=== design 1 ===
Figure 1. Clock nets (design 1).
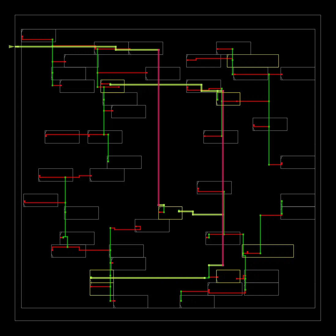
### config.mk
export PLATFORM = sky130hd
export DESIGN_NAME = lcd_hd44780_driver
export DESIGN_NICKNAME = d
export VERILOG_FILES = /design/src/rtl/lcd_hd44780_driver.sv
export SDC_FILE = /design/constraint.sdc
export NUM_CORES = 1
export LEC_CHECK = 0
export CAP_MARGIN = 10
export CORE_UTILIZATION = 49
export CTS_CLUSTER_DIAMETER = 200
export DETAILED_ROUTE_END_ITERATION = 10
export HOLD_SLACK_MARGIN = 0.03
export PLACE_DENSITY = 0.79
export SLEW_MARGIN = 0
export SYNTH_ARGS = -nofsm -noshare
export SYNTH_HDL_FRONTEND = slang
export SYNTH_SLANG_ARGS = --single-unit
export TNS_END_PERCENT = 5
### constraint.sdc
create_clock -name i_clk -period 3.48 [get_ports i_clk]
set_clock_uncertainty 0.2 [all_clocks]
set_input_delay 0.87 -clock i_clk [delete_from_list [all_inputs] [get_ports i_clk]]
set_output_delay 0.87 -clock i_clk [all_outputs]
set_load 0.01 [all_outputs]
### src/rtl/lcd_hd44780_driver.sv
// Drives timed HD44780 write cycles from the CPU LCD register.
// Software toggles REQ once per command or character. RW stays low because the block only writes.
module lcd_hd44780_driver #(
    parameter int POR_CYC       = 750000,
    parameter int SETUP_CYC     = 2,
    parameter int EN_CYC        = 12,
    parameter int HOLD_CYC      = 2,
    parameter int EXEC_CYC      = 2000,
    parameter int LONG_EXEC_CYC = 82000
) (
    input  logic        i_clk,
    input  logic        i_rst,
    input  logic [31:0] i_lcd_reg,
    output logic        o_lcd_busy,
    output logic        o_lcd_ack_tgl,
    output logic        o_lcd_on,
    output logic        o_lcd_en,
    output logic        o_lcd_rs,
    output logic        o_lcd_rw,
    output logic [7:0]  o_lcd_data
);
    function automatic int max2(input int a, input int b);
        return (a > b) ? a : b;
    endfunction

    localparam int MAX_CYC = max2(max2(max2(POR_CYC, SETUP_CYC), max2(EN_CYC, HOLD_CYC)),
                                  max2(EXEC_CYC, LONG_EXEC_CYC));
    localparam int CW = $clog2(MAX_CYC + 1);

    localparam logic [2:0] S_POR   = 3'd0;
    localparam logic [2:0] S_IDLE  = 3'd1;
    localparam logic [2:0] S_SETUP = 3'd2;
    localparam logic [2:0] S_EN    = 3'd3;
    localparam logic [2:0] S_HOLD  = 3'd4;
    localparam logic [2:0] S_EXEC  = 3'd5;

    // The counter is loaded with (cycles - 1) when a state is entered. The state exits when the counter reaches zero.
    localparam logic [CW-1:0] POR_LD   = CW'(POR_CYC - 1);
    localparam logic [CW-1:0] SETUP_LD = CW'(SETUP_CYC - 1);
    localparam logic [CW-1:0] EN_LD    = CW'(EN_CYC - 1);
    localparam logic [CW-1:0] HOLD_LD  = CW'(HOLD_CYC - 1);
    localparam logic [CW-1:0] EXEC_LD  = CW'(EXEC_CYC - 1);
    localparam logic [CW-1:0] LONG_LD  = CW'(LONG_EXEC_CYC - 1);

    logic [2:0]    r_state;
    logic [CW-1:0] r_cnt;
    logic          r_seen_tgl;
    logic          r_long;
    logic          r_busy;
    logic          r_ack_tgl;
    logic          r_on;
    logic          r_en;
    logic          r_rs;
    logic [7:0]    r_data;

    logic w_pend;
    logic w_long_cmd;
    logic w_cnt_done;

    assign w_pend     = (i_lcd_reg[12] != r_seen_tgl);
    assign w_long_cmd = !i_lcd_reg[9] &&
                        (i_lcd_reg[7:0] == 8'h01 || i_lcd_reg[7:0] == 8'h02 ||
                         i_lcd_reg[7:0] == 8'h03);
    assign w_cnt_done = (r_cnt == '0);

    always_ff @(posedge i_clk) begin
        if (i_rst) begin
            r_state    <= S_POR;
            r_cnt      <= POR_LD;
            r_seen_tgl <= 1'b0;
            r_long     <= 1'b0;
            r_busy     <= 1'b1;
            r_ack_tgl  <= 1'b0;
            r_on       <= 1'b0;
            r_en       <= 1'b0;
            r_rs       <= 1'b0;
            r_data     <= 8'h00;
        end else begin
            r_on <= i_lcd_reg[31];
            if (!w_cnt_done) begin
                r_cnt <= r_cnt - CW'(1);
            end
            case (r_state)
                S_POR: begin
                    if (w_cnt_done) begin
                        r_state <= S_IDLE;
                        r_busy  <= 1'b0;
                    end
                end
                S_IDLE: begin
                    if (w_pend) begin
                        r_rs       <= i_lcd_reg[9];
                        r_data     <= i_lcd_reg[7:0];
                        r_seen_tgl <= i_lcd_reg[12];
                        r_long     <= w_long_cmd;
                        r_cnt      <= SETUP_LD;
                        r_busy     <= 1'b1;
                        r_state    <= S_SETUP;
                    end
                end
                S_SETUP: begin
                    if (w_cnt_done) begin
                        r_en    <= 1'b1;
                        r_cnt   <= EN_LD;
                        r_state <= S_EN;
                    end
                end
                S_EN: begin
                    if (w_cnt_done) begin
                        r_en    <= 1'b0;
                        r_cnt   <= HOLD_LD;
                        r_state <= S_HOLD;
                    end
                end
                S_HOLD: begin
                    if (w_cnt_done) begin
                        r_cnt   <= r_long ? LONG_LD : EXEC_LD;
                        r_state <= S_EXEC;
                    end
                end
                S_EXEC: begin
                    if (w_cnt_done) begin
                        r_busy    <= 1'b0;
                        r_ack_tgl <= ~r_ack_tgl;
                        r_state   <= S_IDLE;
                    end
                end
                default: begin
                    r_en    <= 1'b0;
                    r_busy  <= 1'b0;
                    r_state <= S_IDLE;
                end
            endcase
        end
    end

    assign o_lcd_busy    = r_busy;
    assign o_lcd_ack_tgl = r_ack_tgl;
    assign o_lcd_on      = r_on;
    assign o_lcd_en      = r_en;
    assign o_lcd_rs      = r_rs;
    assign o_lcd_rw      = 1'b0;
    assign o_lcd_data    = r_data;
endmodule
==> flow_summary.ini <==
; flow metrics
[power]
p_clk_share_pct = 49.1
leakage_nw = 0.832
peakVddDrop_mv = 0.217

[detailed_routing]
wirelength_mm = 4.55
top_layer = met4
wl_met2_mm = 2.08

[logic_synthesis]
ys_cells = 240
yosys-stat-area_sq_mm = 0.00198
yosysTopAreaCellShare_pct = 38.4
synthCells = 240

[clock_network]
ctsHoldBuffers = 0

[worst_setup_path]
worstPathRequired_ns = 3.48
worstPathArrival_ns = 2.65

[cells_and_area]
clock_area_share_pct = 5.93

[placed_design]
place_ws_ns = 0.537

[run_status]
status = finished, final reports clean

[min_path]
min_path_type = flip-flop to flip-flop

[grt]
grtUsageMet3_pct = 7.47

[sta]
rsz0062_at_grt = false
## Picture notes: Figure 1
Seq cells: 38
clock network power: 0.000469 W
CTS buffer count: 5
final-layout clock buffer total: 6
Num Clock Sinks: 38


=== design 2 ===
--- config.mk ---
export PLATFORM = sky130hd
export DESIGN_NAME = axi4_mem_arbiter
export DESIGN_NICKNAME = d
export VERILOG_FILES = /design/src/rtl/axi4_mem_arb_pkg.sv /design/src/rtl/axi4_mem_arbiter.sv
export SDC_FILE = /design/constraint.sdc
export NUM_CORES = 1
export LEC_CHECK = 0
export CORE_MARGIN = 5
export CORE_UTILIZATION = 17
export CTS_CLUSTER_SIZE = 16
export DETAILED_ROUTE_END_ITERATION = 10
export PLACE_DENSITY = 0.76
export SYNTH_ARGS = -nofsm -noshare
export SYNTH_HDL_FRONTEND = slang
export SYNTH_SLANG_ARGS = --single-unit
--- constraint.sdc ---
create_clock -name ACLK -period 1.8 [get_ports ACLK]
set_clock_uncertainty 0.2 [all_clocks]
set_input_delay 0.54 -clock ACLK [delete_from_list [all_inputs] [get_ports ACLK]]
set_output_delay 0.54 -clock ACLK [all_outputs]
set_load 0.05 [all_outputs]
--- src/rtl/axi4_mem_arb_pkg.sv ---
// axi4_mem_arb_pkg: shared state type, port indices and parameter defaults for axi4_mem_arbiter
package axi4_mem_arb_pkg;

    typedef enum logic [1:0] {
        IDLE,
        GNT_WR,
        GNT_RD
    } arb_state_t;

    localparam int WR = 0;
    localparam int RD = 1;

    localparam int DEF_DATA_WIDTH   = 32;
    localparam int DEF_MEMORY_DEPTH = 1024;
    localparam int DEF_MAX_HOLD     = 16;

endpackage

--- src/rtl/axi4_mem_arbiter.sv ---
// axi4_mem_arbiter: two-engine (write/read) arbiter for a single-port memory with burst-locked grants
// Optional macro ARB_HOLD_LIMIT_EN: preempt a grant after MAX_HOLD beats when the other engine waits.
module axi4_mem_arbiter
    import axi4_mem_arb_pkg::*;
#(
    parameter int DATA_WIDTH   = DEF_DATA_WIDTH,
    parameter int MEMORY_DEPTH = DEF_MEMORY_DEPTH,
    parameter int MAX_HOLD     = DEF_MAX_HOLD,
    localparam int AW          = $clog2(MEMORY_DEPTH)
) (
    input  logic                  ACLK,
    input  logic                  ARESETn,
    input  logic                  wr_req,
    input  logic                  wr_last,
    input  logic [AW-1:0]         wr_addr,
    input  logic [DATA_WIDTH-1:0] wr_wdata,
    output logic                  wr_gnt,
    input  logic                  rd_req,
    input  logic                  rd_last,
    input  logic [AW-1:0]         rd_addr,
    output logic                  rd_gnt,
    output logic [DATA_WIDTH-1:0] rd_rdata,
    output logic                  rd_rvalid,
    output logic                  mem_en,
    output logic                  mem_we,
    output logic [AW-1:0]         mem_addr,
    output logic [DATA_WIDTH-1:0] mem_wdata,
    input  logic [DATA_WIDTH-1:0] mem_rdata
);

    if (MAX_HOLD < 1 || MAX_HOLD > 255) begin : g_hold_range
        $error("MAX_HOLD must be in 1..255");
    end

    arb_state_t state, state_nxt;
    logic       last_srv;
    logic [1:0] req, beat, done;
    logic       hold_hit;

    assign req[WR]  = wr_req;
    assign req[RD]  = rd_req;
    assign beat[WR] = (state == GNT_WR) && wr_req;
    assign beat[RD] = (state == GNT_RD) && rd_req;
    assign done[WR] = beat[WR] && wr_last;
    assign done[RD] = beat[RD] && rd_last;

    assign wr_gnt    = state == GNT_WR;
    assign rd_gnt    = state == GNT_RD;
    assign mem_en    = |beat;
    assign mem_we    = state == GNT_WR;
    assign mem_addr  = beat[WR] ? wr_addr : beat[RD] ? rd_addr : '0;
    assign mem_wdata = beat[WR] ? wr_wdata : '0;
    assign rd_rdata  = mem_rdata;

`ifdef ARB_HOLD_LIMIT_EN
    logic [8:0] cnt, cnt_inc;

    assign cnt_inc  = cnt + 9'(|beat);
    assign hold_hit = cnt_inc >= 9'(MAX_HOLD);

    // Beats in the current grant, saturating at MAX_HOLD and cleared on every grant change
    always_ff @(posedge ACLK or negedge ARESETn) begin
        if (!ARESETn)
            cnt <= '0;
        else
            cnt <= (state_nxt != state) ? '0 : hold_hit ? 9'(MAX_HOLD) : cnt_inc;
    end
`else
    assign hold_hit = 1'b0;
`endif

    // Grant selection: alternate on contention, lock until last (or hold limit), hand over without a gap
    always_comb begin
        state_nxt = state;
        case (state)
            IDLE:    state_nxt = (req[WR] && (!req[RD] || last_srv == 1'(RD))) ? GNT_WR :
                                 req[RD] ? GNT_RD : IDLE;
            GNT_WR:  state_nxt = (done[WR] || (hold_hit && req[RD])) ? (req[RD] ? GNT_RD : IDLE) : GNT_WR;
            GNT_RD:  state_nxt = (done[RD] || (hold_hit && req[WR])) ? (req[WR] ? GNT_WR : IDLE) : GNT_RD;
            default: state_nxt = IDLE;
        endcase
    end

    // FSM state, last-served port and the one-cycle-delayed read valid
    always_ff @(posedge ACLK or negedge ARESETn) begin
        if (!ARESETn) begin
            state     <= IDLE;
            last_srv  <= 1'(RD);
            rd_rvalid <= 1'b0;
        end else begin
            state     <= state_nxt;
            rd_rvalid <= beat[RD];
            if (state_nxt != state && state_nxt != IDLE)
                last_srv <= (state_nxt == GNT_RD) ? 1'(RD) : 1'(WR);
        end
    end

endmodule

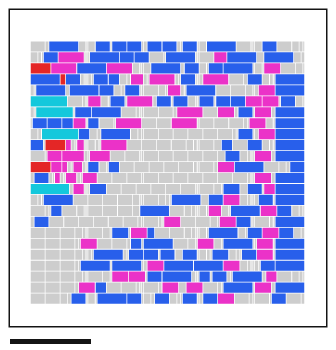
Figure 2: design 2, cells coloured by class.
The bar under the picture is 20 microns long. Fill, decap, tap and diode cells in grey.
Key: cyan = flip-flops [cells 4, share of their area 4.1%]; blue = other buffers and delay cells [cells 120, share of their area 67%]; red = clock drivers and dummy loads [cells 4, share of their area 1.8%]; magenta = all other logic [cells 60, share of their area 27%]

==> flow_summary.ini <==
; flow metrics
[cells_and_area]
comb.multi_input.count = 59
lay_top_cells = 55 x clkdlybuf4s50_1, 47 x buf_12, 30 x and3_4, 11 x buf_4, 10 x a22o_4
seq_area_share_pct = 4.01

[worst_setup_path]
timing.rr.start = state[1]$_DFF_PN0_
worstPathArrival_ns = 1.42
path_class = flip-flop to primary output
crit_family = simple AND/OR/NAND/NOR gates
worstPathRequired_ns = 1.06

[logic_synthesis]
logic_family = buffers and inverters
topCellsByArea = buf_4 31%, and3_1 25%, a22o_1 12%
yosysWarningCount = 0
synthTopCellsByCount = 33 x buf_4, 32 x and3_1, 11 x a22o_1, 5 x clkbuf_1, 3 x dfrtp_1

[placed_design]
globalplace.congestion = 0.773
dp.cells = 231

[sta]
fin_ws_ns = -0.356
setup_violations = 46
worstMarginPinSlew_ns = 0.302
final.min_clock_period_ns = 2.16

[run_status]
failed_checks = setup timing
status = complete, but fails checks

[die]
tap-cell-count = 52

[detailed_routing]
dr.first_iter.drc_count = 16
wl_met1_mm = 1.47

[clock_network]
cts_made_buffers = 3
clk_pin_slew_worst_paths_ns = 0.03

[power]
p_clk_w = 0.000199

=== design 3 ===
$ cat config.mk
export PLATFORM = sky130hd
export DESIGN_NAME = mem_issue_queue
export DESIGN_NICKNAME = d
export VERILOG_FILES = /design/src/rtl/laoc_mem_pkg.sv /design/src/rtl/mem_req_fifo.sv /design/src/rtl/mem_issue_queue.sv
export SDC_FILE = /design/constraint.sdc
export NUM_CORES = 1
export LEC_CHECK = 0
export CORE_UTILIZATION = 53
export CTS_CLUSTER_DIAMETER = 30
export DETAILED_ROUTE_END_ITERATION = 6
export PLACE_DENSITY_LB_ADDON = 0.2
export SLEW_MARGIN = 40
export SYNTH_ARGS = -nofsm -noshare
export SYNTH_HDL_FRONTEND = slang
export SYNTH_SLANG_ARGS = --single-unit
export TNS_END_PERCENT = 10
$ cat constraint.sdc
create_clock -name clock -period 3.3 [get_ports clock]
set_input_delay 0.66 -clock clock [delete_from_list [all_inputs] [get_ports clock]]
set_output_delay 0.66 -clock clock [all_outputs]
set_load 0.03 [all_outputs]
$ cat src/rtl/laoc_mem_pkg.sv
// laoc_mem_pkg -- shared definitions for the memory issue queue.
//   Instruction (43 bits): [42:40] tag, [39] mem-op, [38] store(1)/load(0),
//     [37:36] unused, [35:32] dest reg, [31:16] store addr,
//     [15:0] store data / load addr.
//   Solution (23 bits): [22:19] reg, [18:16] tag, [15:0] data.
//   Also holds the issue FSM state enum.
package laoc_mem_pkg;

  localparam int INSTR_W = 43;
  localparam int SOL_W   = 23;
  localparam int DATA_W  = 16;
  localparam int REG_W   = 4;
  localparam int TAG_W   = 3;

  // Instruction field positions
  localparam int I_TAG_HI   = 42;
  localparam int I_TAG_LO   = 40;
  localparam int I_MEMOP    = 39;
  localparam int I_STORE    = 38;
  localparam int I_DEST_HI  = 35;
  localparam int I_DEST_LO  = 32;
  localparam int I_SADDR_HI = 31;
  localparam int I_SADDR_LO = 16;
  localparam int I_DATA_HI  = 15;
  localparam int I_DATA_LO  = 0;

  // Solution field positions
  localparam int S_REG_HI  = 22;
  localparam int S_REG_LO  = 19;
  localparam int S_TAG_HI  = 18;
  localparam int S_TAG_LO  = 16;
  localparam int S_DATA_HI = 15;
  localparam int S_DATA_LO = 0;

  typedef enum logic [1:0] {
    ST_IDLE      = 2'd0,
    ST_ISSUE     = 2'd1,
    ST_WAIT      = 2'd2,
    ST_WRITEBACK = 2'd3
  } mem_state_e;

endpackage

$ cat src/rtl/mem_req_fifo.sv
// mem_req_fifo -- synchronous request FIFO, DEPTH entries (power of two).
//   clock, reset_n : clock, asynchronous active-low reset (empties FIFO)
//   push, wr_data  : write one entry (caller guarantees !full)
//   pop            : remove head entry (caller guarantees !empty)
//   rd_data        : current head entry (valid while !empty)
//   full, empty    : occupancy flags
// Push and pop in the same cycle are allowed; pointers wrap modulo DEPTH.
module mem_req_fifo
  import laoc_mem_pkg::*;
#(
  parameter int DEPTH = 4,
  parameter int W     = INSTR_W
) (
  input  logic         clock,
  input  logic         reset_n,
  input  logic         push,
  input  logic [W-1:0] wr_data,
  input  logic         pop,
  output logic [W-1:0] rd_data,
  output logic         full,
  output logic         empty
);

  localparam int AW = $clog2(DEPTH);

  logic [W-1:0] mem [DEPTH];
  logic [AW-1:0] wr_ptr;
  logic [AW-1:0] rd_ptr;
  logic [AW:0]   count;

  assign full    = (count == (AW+1)'(DEPTH));
  assign empty   = (count == '0);
  assign rd_data = mem[rd_ptr];

  // Storage needs no reset: an entry is only read after it was written.
  always_ff @(posedge clock) begin
    if (push) mem[wr_ptr] <= wr_data;
  end

  // Power-of-two DEPTH lets the pointers wrap by natural overflow.
  always_ff @(posedge clock or negedge reset_n) begin
    if (!reset_n) begin
      wr_ptr <= '0;
      rd_ptr <= '0;
      count  <= '0;
    end else begin
      if (push) wr_ptr <= wr_ptr + AW'(1);
      if (pop)  rd_ptr <= rd_ptr + AW'(1);
      case ({push, pop})
        2'b10:   count <= count + (AW+1)'(1);
        2'b01:   count <= count - (AW+1)'(1);
        default: count <= count;
      endcase
    end
  end

endmodule

$ cat src/rtl/mem_issue_queue.sv
// mem_issue_queue -- queues memory instructions, issues them one at a time
// to the memory unit and broadcasts each result on the common data bus.
//   clock, reset_n     : clock, asynchronous active-low reset
//   in_valid/in_instr  : producer side (in_ready = FIFO not full)
//   mem_key, mem_instr : one-cycle request strobe + held instruction
//   mem_done/mem_solution : memory completion pulse + result
//   cdb_valid/cdb_ack, cdb_reg/tag/data/store : result broadcast
//   busy               : FSM not idle or FIFO non-empty
//   state_dbg          : current FSM state
//   timeout_err        : sticky WAIT timeout flag (MEM_TIMEOUT_EN only)
// Optional feature macro: MEM_TIMEOUT_EN -- re-issue the request when WAIT
// lasts TIMEOUT cycles without mem_done.
//
// Handshakes: a transfer happens on a rising edge where valid and
// ready/ack are both high; the offering side holds valid and payload
// stable until then. Instructions without the mem-op bit are accepted and
// dropped.
module mem_issue_queue
  import laoc_mem_pkg::*;
#(
  parameter int DEPTH   = 4,
  parameter int TIMEOUT = 15
) (
  input  logic               clock,
  input  logic               reset_n,
  input  logic               in_valid,
  input  logic [INSTR_W-1:0] in_instr,
  output logic               in_ready,
  output logic               mem_key,
  output logic [INSTR_W-1:0] mem_instr,
  input  logic               mem_done,
  input  logic [SOL_W-1:0]   mem_solution,
  output logic               cdb_valid,
  output logic [REG_W-1:0]   cdb_reg,
  output logic [TAG_W-1:0]   cdb_tag,
  output logic [DATA_W-1:0]  cdb_data,
  output logic               cdb_store,
  input  logic               cdb_ack,
  output logic               busy,
`ifdef MEM_TIMEOUT_EN
  output logic               timeout_err,
`endif
  output logic [1:0]         state_dbg
);

  mem_state_e state, state_nx;

  logic               fifo_push;
  logic               fifo_pop;
  logic               fifo_full;
  logic               fifo_empty;
  logic [INSTR_W-1:0] fifo_head;
  logic               done_in_wait;

  assign in_ready     = !fifo_full;
  assign fifo_push    = in_valid && in_ready && in_instr[I_MEMOP];
  assign done_in_wait = (state == ST_WAIT) && mem_done;

  mem_req_fifo #(.DEPTH(DEPTH), .W(INSTR_W)) u_fifo (
    .clock   (clock),
    .reset_n (reset_n),
    .push    (fifo_push),
    .wr_data (in_instr),
    .pop     (fifo_pop),
    .rd_data (fifo_head),
    .full    (fifo_full),
    .empty   (fifo_empty)
  );

`ifdef MEM_TIMEOUT_EN
  localparam int TW = $clog2(TIMEOUT + 1);
  logic [TW-1:0] wait_cnt;
  logic          wait_expired;

  // wait_cnt counts completed WAIT cycles; the TIMEOUT-th WAIT cycle
  // without mem_done sends the FSM back to ISSUE.
  assign wait_expired = (state == ST_WAIT) && !mem_done &&
                        (wait_cnt == TW'(TIMEOUT - 1));

  always_ff @(posedge clock or negedge reset_n) begin
    if (!reset_n) begin
      wait_cnt    <= '0;
      timeout_err <= 1'b0;
    end else begin
      if (state == ST_WAIT && !wait_expired) wait_cnt <= wait_cnt + TW'(1);
      else                                   wait_cnt <= '0;
      if (wait_expired) timeout_err <= 1'b1;
    end
  end
`else
  logic unused_timeout;
  assign unused_timeout = ^TIMEOUT;
`endif

  always_ff @(posedge clock or negedge reset_n) begin
    if (!reset_n) state <= ST_IDLE;
    else          state <= state_nx;
  end

  always_comb begin
    state_nx = state;
    fifo_pop = 1'b0;
    case (state)
      ST_IDLE: begin
        if (!fifo_empty) begin
          fifo_pop = 1'b1;
          state_nx = ST_ISSUE;
        end
      end
      ST_ISSUE: state_nx = ST_WAIT;
      ST_WAIT: begin
        if (mem_done) state_nx = ST_WRITEBACK;
`ifdef MEM_TIMEOUT_EN
        else if (wait_expired) state_nx = ST_ISSUE;
`endif
      end
      ST_WRITEBACK: begin
        if (cdb_ack) state_nx = ST_IDLE;
      end
      default: state_nx = ST_IDLE;
    endcase
  end

  assign mem_key   = (state == ST_ISSUE);
  assign cdb_valid = (state == ST_WRITEBACK);
  assign busy      = (state != ST_IDLE) || !fifo_empty;
  assign state_dbg = state;

  // mem_instr is loaded only on pop, so it stays stable through a re-issue.
  always_ff @(posedge clock or negedge reset_n) begin
    if (!reset_n) begin
      mem_instr <= '0;
      cdb_reg   <= '0;
      cdb_tag   <= '0;
      cdb_data  <= '0;
      cdb_store <= 1'b0;
    end else begin
      if (fifo_pop) mem_instr <= fifo_head;
      if (done_in_wait) begin
        cdb_reg   <= mem_solution[S_REG_HI:S_REG_LO];
        cdb_tag   <= mem_solution[S_TAG_HI:S_TAG_LO];
        cdb_data  <= mem_solution[S_DATA_HI:S_DATA_LO];
        cdb_store <= mem_instr[I_STORE];
      end
    end
  end

endmodule

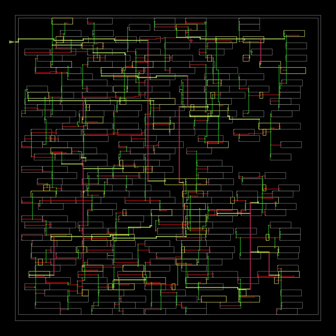
Figure 3: design 3, clock nets.
clock network power: 0.00425 W
Worst Skew: 0.0326 ns
latest clock arrival within the worst-skew pair: 0.53 ns
Seq cells: 248

==> flow_summary.ini <==
; flow metrics
[clock_network]
ctsHoldBuffers = 0
cts_setup_buffers = 0

[worst_setup_path]
path_buffers = 2
r2r_end = u_fifo.count[2]$_DFFE_PN0P_

[cells_and_area]
n_all_inverters = 11
final_area_sq_mm = 0.0124
nClkBuffers = 50
seq_area_share_pct = 56.9

[power]
p_sw_w = 0.00409

[run_status]
status = finished, final reports clean

[sta]
fmax_ghz = 0.373
setup_violations = 0
fin_tns_setup_ns = 0

[grt]
grt-busiest-layer = met2

[detailed_routing]
drcViolationCount = 0

[logic_synthesis]
ys_types = 23
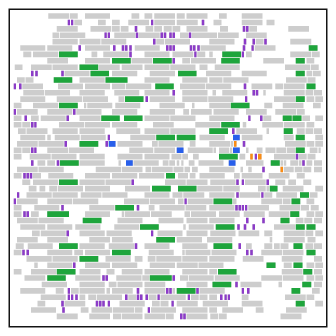
Figure 4: design 3, gate families picked out.
Key: purple = NAND gates [cells 135, where spread over the die]; blue = XOR/XNOR gates [cells 6]; green = multiplexers [cells 70, where spread over the die]; orange = NOR gates [cells 4, where right middle]
Comb/total area: 16.7%
most frequent logic cell in the layout: edfxtp_1
Final Instance Count excl. Fillers: 955


=== design 4 ===
File: src/rtl/product_accumulator.sv
// product_accumulator: sums unsigned multiplier products one term per accepted beat.
// The beat flagged last publishes {sum, term count, overflow} on a registered
// valid/ready result port and restarts the accumulator on the same edge, so
// back-to-back sums run with no bubble.
module product_accumulator #(
    parameter int PROD_W   = 32,
    parameter int ACC_W    = 40,
    parameter bit SATURATE = 1'b1
) (
    input  logic              clk,
    input  logic              rst_n,
    input  logic              in_valid,
    output logic              in_ready,
    input  logic [PROD_W-1:0] in_product,
    input  logic              in_last,
    input  logic              clear,
    output logic              out_valid,
    input  logic              out_ready,
    output logic [ACC_W-1:0]  out_sum,
    output logic [15:0]       out_count,
    output logic              out_ovf
);

    localparam int EXT_W = ACC_W - PROD_W + 1;

    typedef enum logic [1:0] {
        IDLE  = 2'd0,
        ACCUM = 2'd1,
        HOLD  = 2'd2
    } state_t;

    state_t             r_state;
    state_t             w_state_n;

    logic [ACC_W-1:0]   r_acc;
    logic [15:0]        r_cnt;
    logic               r_ovf;

    logic [ACC_W-1:0]   r_out_sum;
    logic [15:0]        r_out_count;
    logic               r_out_ovf;

    logic               w_out_valid;
    logic               w_in_ready;
    logic               w_fire;
    logic               w_retire;

    logic [ACC_W-1:0]   w_acc_base;
    logic [15:0]        w_cnt_base;
    logic               w_ovf_base;
    logic [ACC_W:0]     w_sum_wide;
    logic               w_carry;
    logic [ACC_W-1:0]   w_acc_n;
    logic [15:0]        w_cnt_n;
    logic               w_ovf_n;

    // A result is pending exactly while the FSM sits in HOLD.
    assign w_out_valid = (r_state == HOLD);
    assign w_in_ready  = !w_out_valid || out_ready;
    assign w_fire      = in_valid && w_in_ready;
    assign w_retire    = w_out_valid && out_ready;

    assign in_ready  = w_in_ready;
    assign out_valid = w_out_valid;
    assign out_sum   = r_out_sum;
    assign out_count = r_out_count;
    assign out_ovf   = r_out_ovf;

    // Next accumulator values for an accepted beat; clear in the same cycle makes
    // the beat the first term of a fresh sum.
    always_comb begin
        w_acc_base = clear ? '0 : r_acc;
        w_cnt_base = clear ? '0 : r_cnt;
        w_ovf_base = clear ? 1'b0 : r_ovf;
        w_sum_wide = {1'b0, w_acc_base} + {{EXT_W{1'b0}}, in_product};
        w_carry    = w_sum_wide[ACC_W];
        if (w_carry && SATURATE)
            w_acc_n = '1;
        else
            w_acc_n = w_sum_wide[ACC_W-1:0];
        w_ovf_n    = w_ovf_base || w_carry;
        w_cnt_n    = (w_cnt_base == 16'hFFFF) ? 16'hFFFF : w_cnt_base + 16'd1;
    end

    // FSM state register.
    always_ff @(posedge clk or negedge rst_n) begin
        if (!rst_n)
            r_state <= IDLE;
        else
            r_state <= w_state_n;
    end

    // FSM next state: HOLD tracks a pending result, ACCUM a non-empty partial sum.
    always_comb begin
        w_state_n = r_state;
        case (r_state)
            IDLE: begin
                if (w_fire)
                    w_state_n = in_last ? HOLD : ACCUM;
            end
            ACCUM: begin
                if (w_fire)
                    w_state_n = in_last ? HOLD : ACCUM;
                else if (clear)
                    w_state_n = IDLE;
            end
            HOLD: begin
                if (w_retire) begin
                    if (w_fire)
                        w_state_n = in_last ? HOLD : ACCUM;
                    else
                        w_state_n = IDLE;
                end
            end
            default: w_state_n = IDLE;
        endcase
    end

    // Partial-sum registers: add on a beat, restart on last beat or clear.
    always_ff @(posedge clk or negedge rst_n) begin
        if (!rst_n) begin
            r_acc <= '0;
            r_cnt <= '0;
            r_ovf <= 1'b0;
        end else if (w_fire) begin
            if (in_last) begin
                r_acc <= '0;
                r_cnt <= '0;
                r_ovf <= 1'b0;
            end else begin
                r_acc <= w_acc_n;
                r_cnt <= w_cnt_n;
                r_ovf <= w_ovf_n;
            end
        end else if (clear) begin
            r_acc <= '0;
            r_cnt <= '0;
            r_ovf <= 1'b0;
        end
    end

    // Result registers load only on an accepted last beat, so they stay stable
    // under backpressure (a last beat cannot be accepted while stalled).
    always_ff @(posedge clk or negedge rst_n) begin
        if (!rst_n) begin
            r_out_sum   <= '0;
            r_out_count <= '0;
            r_out_ovf   <= 1'b0;
        end else if (w_fire && in_last) begin
            r_out_sum   <= w_acc_n;
            r_out_count <= w_cnt_n;
            r_out_ovf   <= w_ovf_n;
        end
    end

endmodule

File: config.mk
export PLATFORM = sky130hd
export DESIGN_NAME = product_accumulator
export DESIGN_NICKNAME = d
export VERILOG_FILES = /design/src/rtl/product_accumulator.sv
export SDC_FILE = /design/constraint.sdc
export NUM_CORES = 1
export LEC_CHECK = 0
export CAP_MARGIN = 15
export CORE_MARGIN = 2
export CORE_UTILIZATION = 56
export CTS_CLUSTER_SIZE = 10
export DETAILED_ROUTE_END_ITERATION = 10
export HOLD_SLACK_MARGIN = 0.02
export PLACE_DENSITY_LB_ADDON = 0.2
export REMOVE_ABC_BUFFERS = 1
export SYNTH_ARGS = -nofsm -noshare
export SYNTH_HDL_FRONTEND = slang
export SYNTH_SLANG_ARGS = --single-unit
File: constraint.sdc
create_clock -name clk -period 3.6 [get_ports clk]
set_clock_uncertainty 0.05 [all_clocks]
set_input_delay 0.36 -clock clk [delete_from_list [all_inputs] [get_ports clk]]
set_output_delay 0.36 -clock clk [all_outputs]
set_load 0.03 [all_outputs]
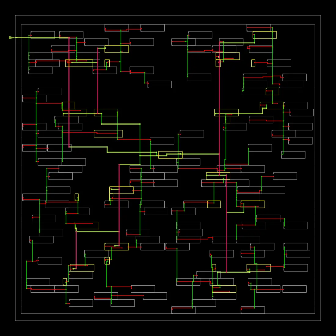
Figure 5: design 4, clock nets.
Seq cells: 116
latest clock arrival within the worst-skew pair: 0.42 ns

==> flow_summary.ini <==
; flow metrics
[run_status]
status = finished, final reports clean

[logic_synthesis]
synthTopCellsByCount = 116 x dfrtp_1, 100 x nand2_1, 65 x a21oi_1, 65 x nor2_1, 64 x o21ai_0
logic_family = AND-OR/OR-AND gates
synthCells = 802
yosys-stat-area_sq_mm = 0.00724
topCellsByArea = dfrtp_1 40%, ha_1 6.4%, nand2_1 5.2%
synthSimpleGateAreaFrac_pct = 18.2

[power]
p_clk_share_pct = 32.2
combPwrFrac_pct = 33.8

[worst_setup_path]
critical_path.endpoint = r_acc[35]$_DFF_PN0_

[cells_and_area]
final-comb-area_sq_mm = 0.00399
area_delta_synth_final_pct = 24.3

[clock_network]
cts_sinks = 116

[detailed_routing]
vias_per_cell = 5.88

[sta]
fmax_ghz = 0.292

[die]
die_w_microns = 118

[grt]
grt_use_met1_pct = 37.2
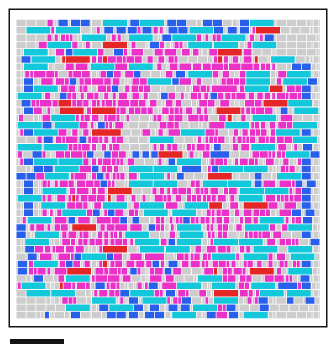
Figure 6: design 4, cells coloured by class.
The bar under the picture is 20 microns long. Fill, decap, tap and diode cells in grey.
Key: blue = other buffers and delay cells [cells 141, share of their area 15%]; cyan = flip-flops [cells 116, share of their area 33%]; red = clock drivers and dummy loads [cells 31, share of their area 6.1%]; magenta = all other logic [cells 638, share of their area 46%]
Core Region: 0.0126 sq mm
fraction of area in registers: 32.2%



==> screenshots <==
Cell sizes after repair.
panel A
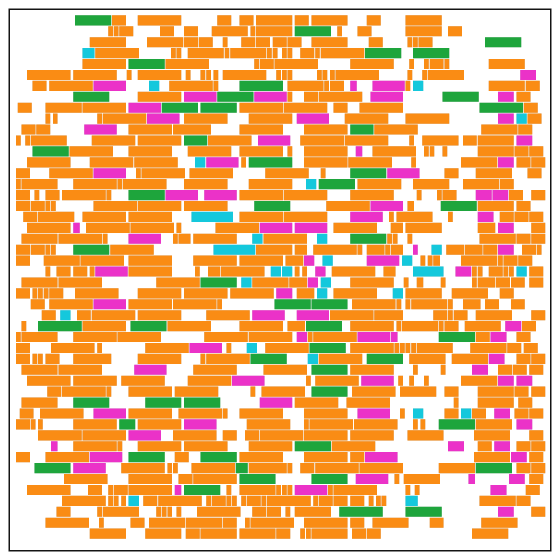
panel B
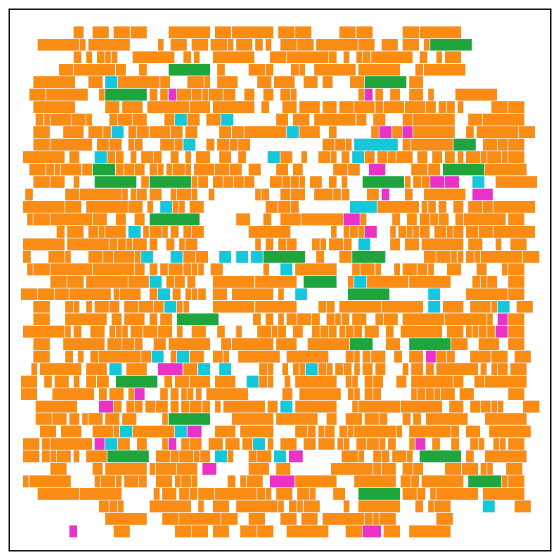
panel C
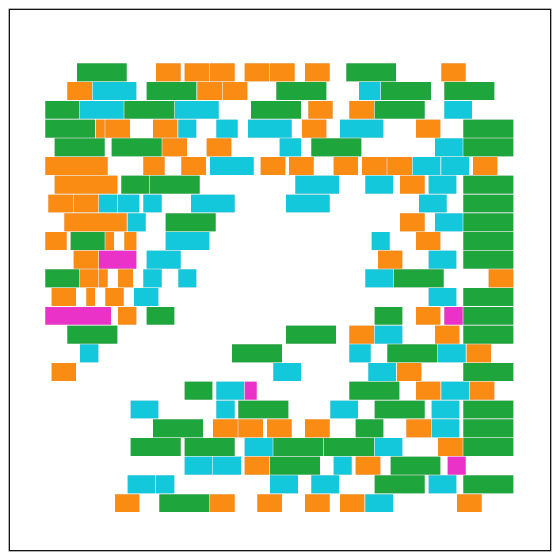
panel D
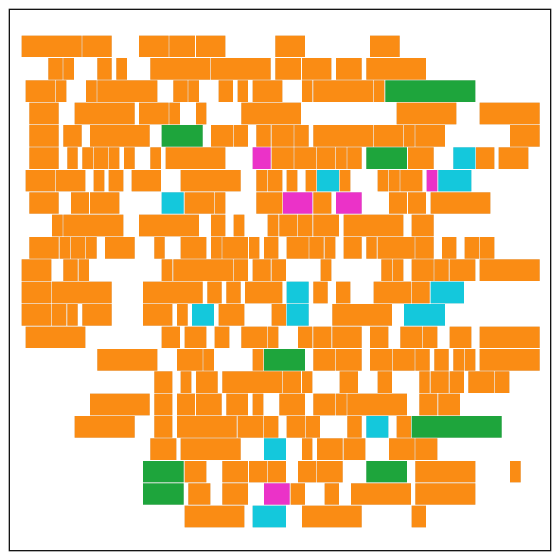
Panel B is design 4.
Panel D is design 1.
Panel A is design 3.
Panel C is design 2.

Key to panel C:
Key: green = drive 6 and up [cells 55, share 29%]; magenta = drive 2 [cells 5, share 2.7%]; orange = drive 1 or less [cells 70, share 37%]; cyan = drive 3 to 4 [cells 58, share 31%]

Power figures rest on the tool's default switching activity, not on a simulated workload.
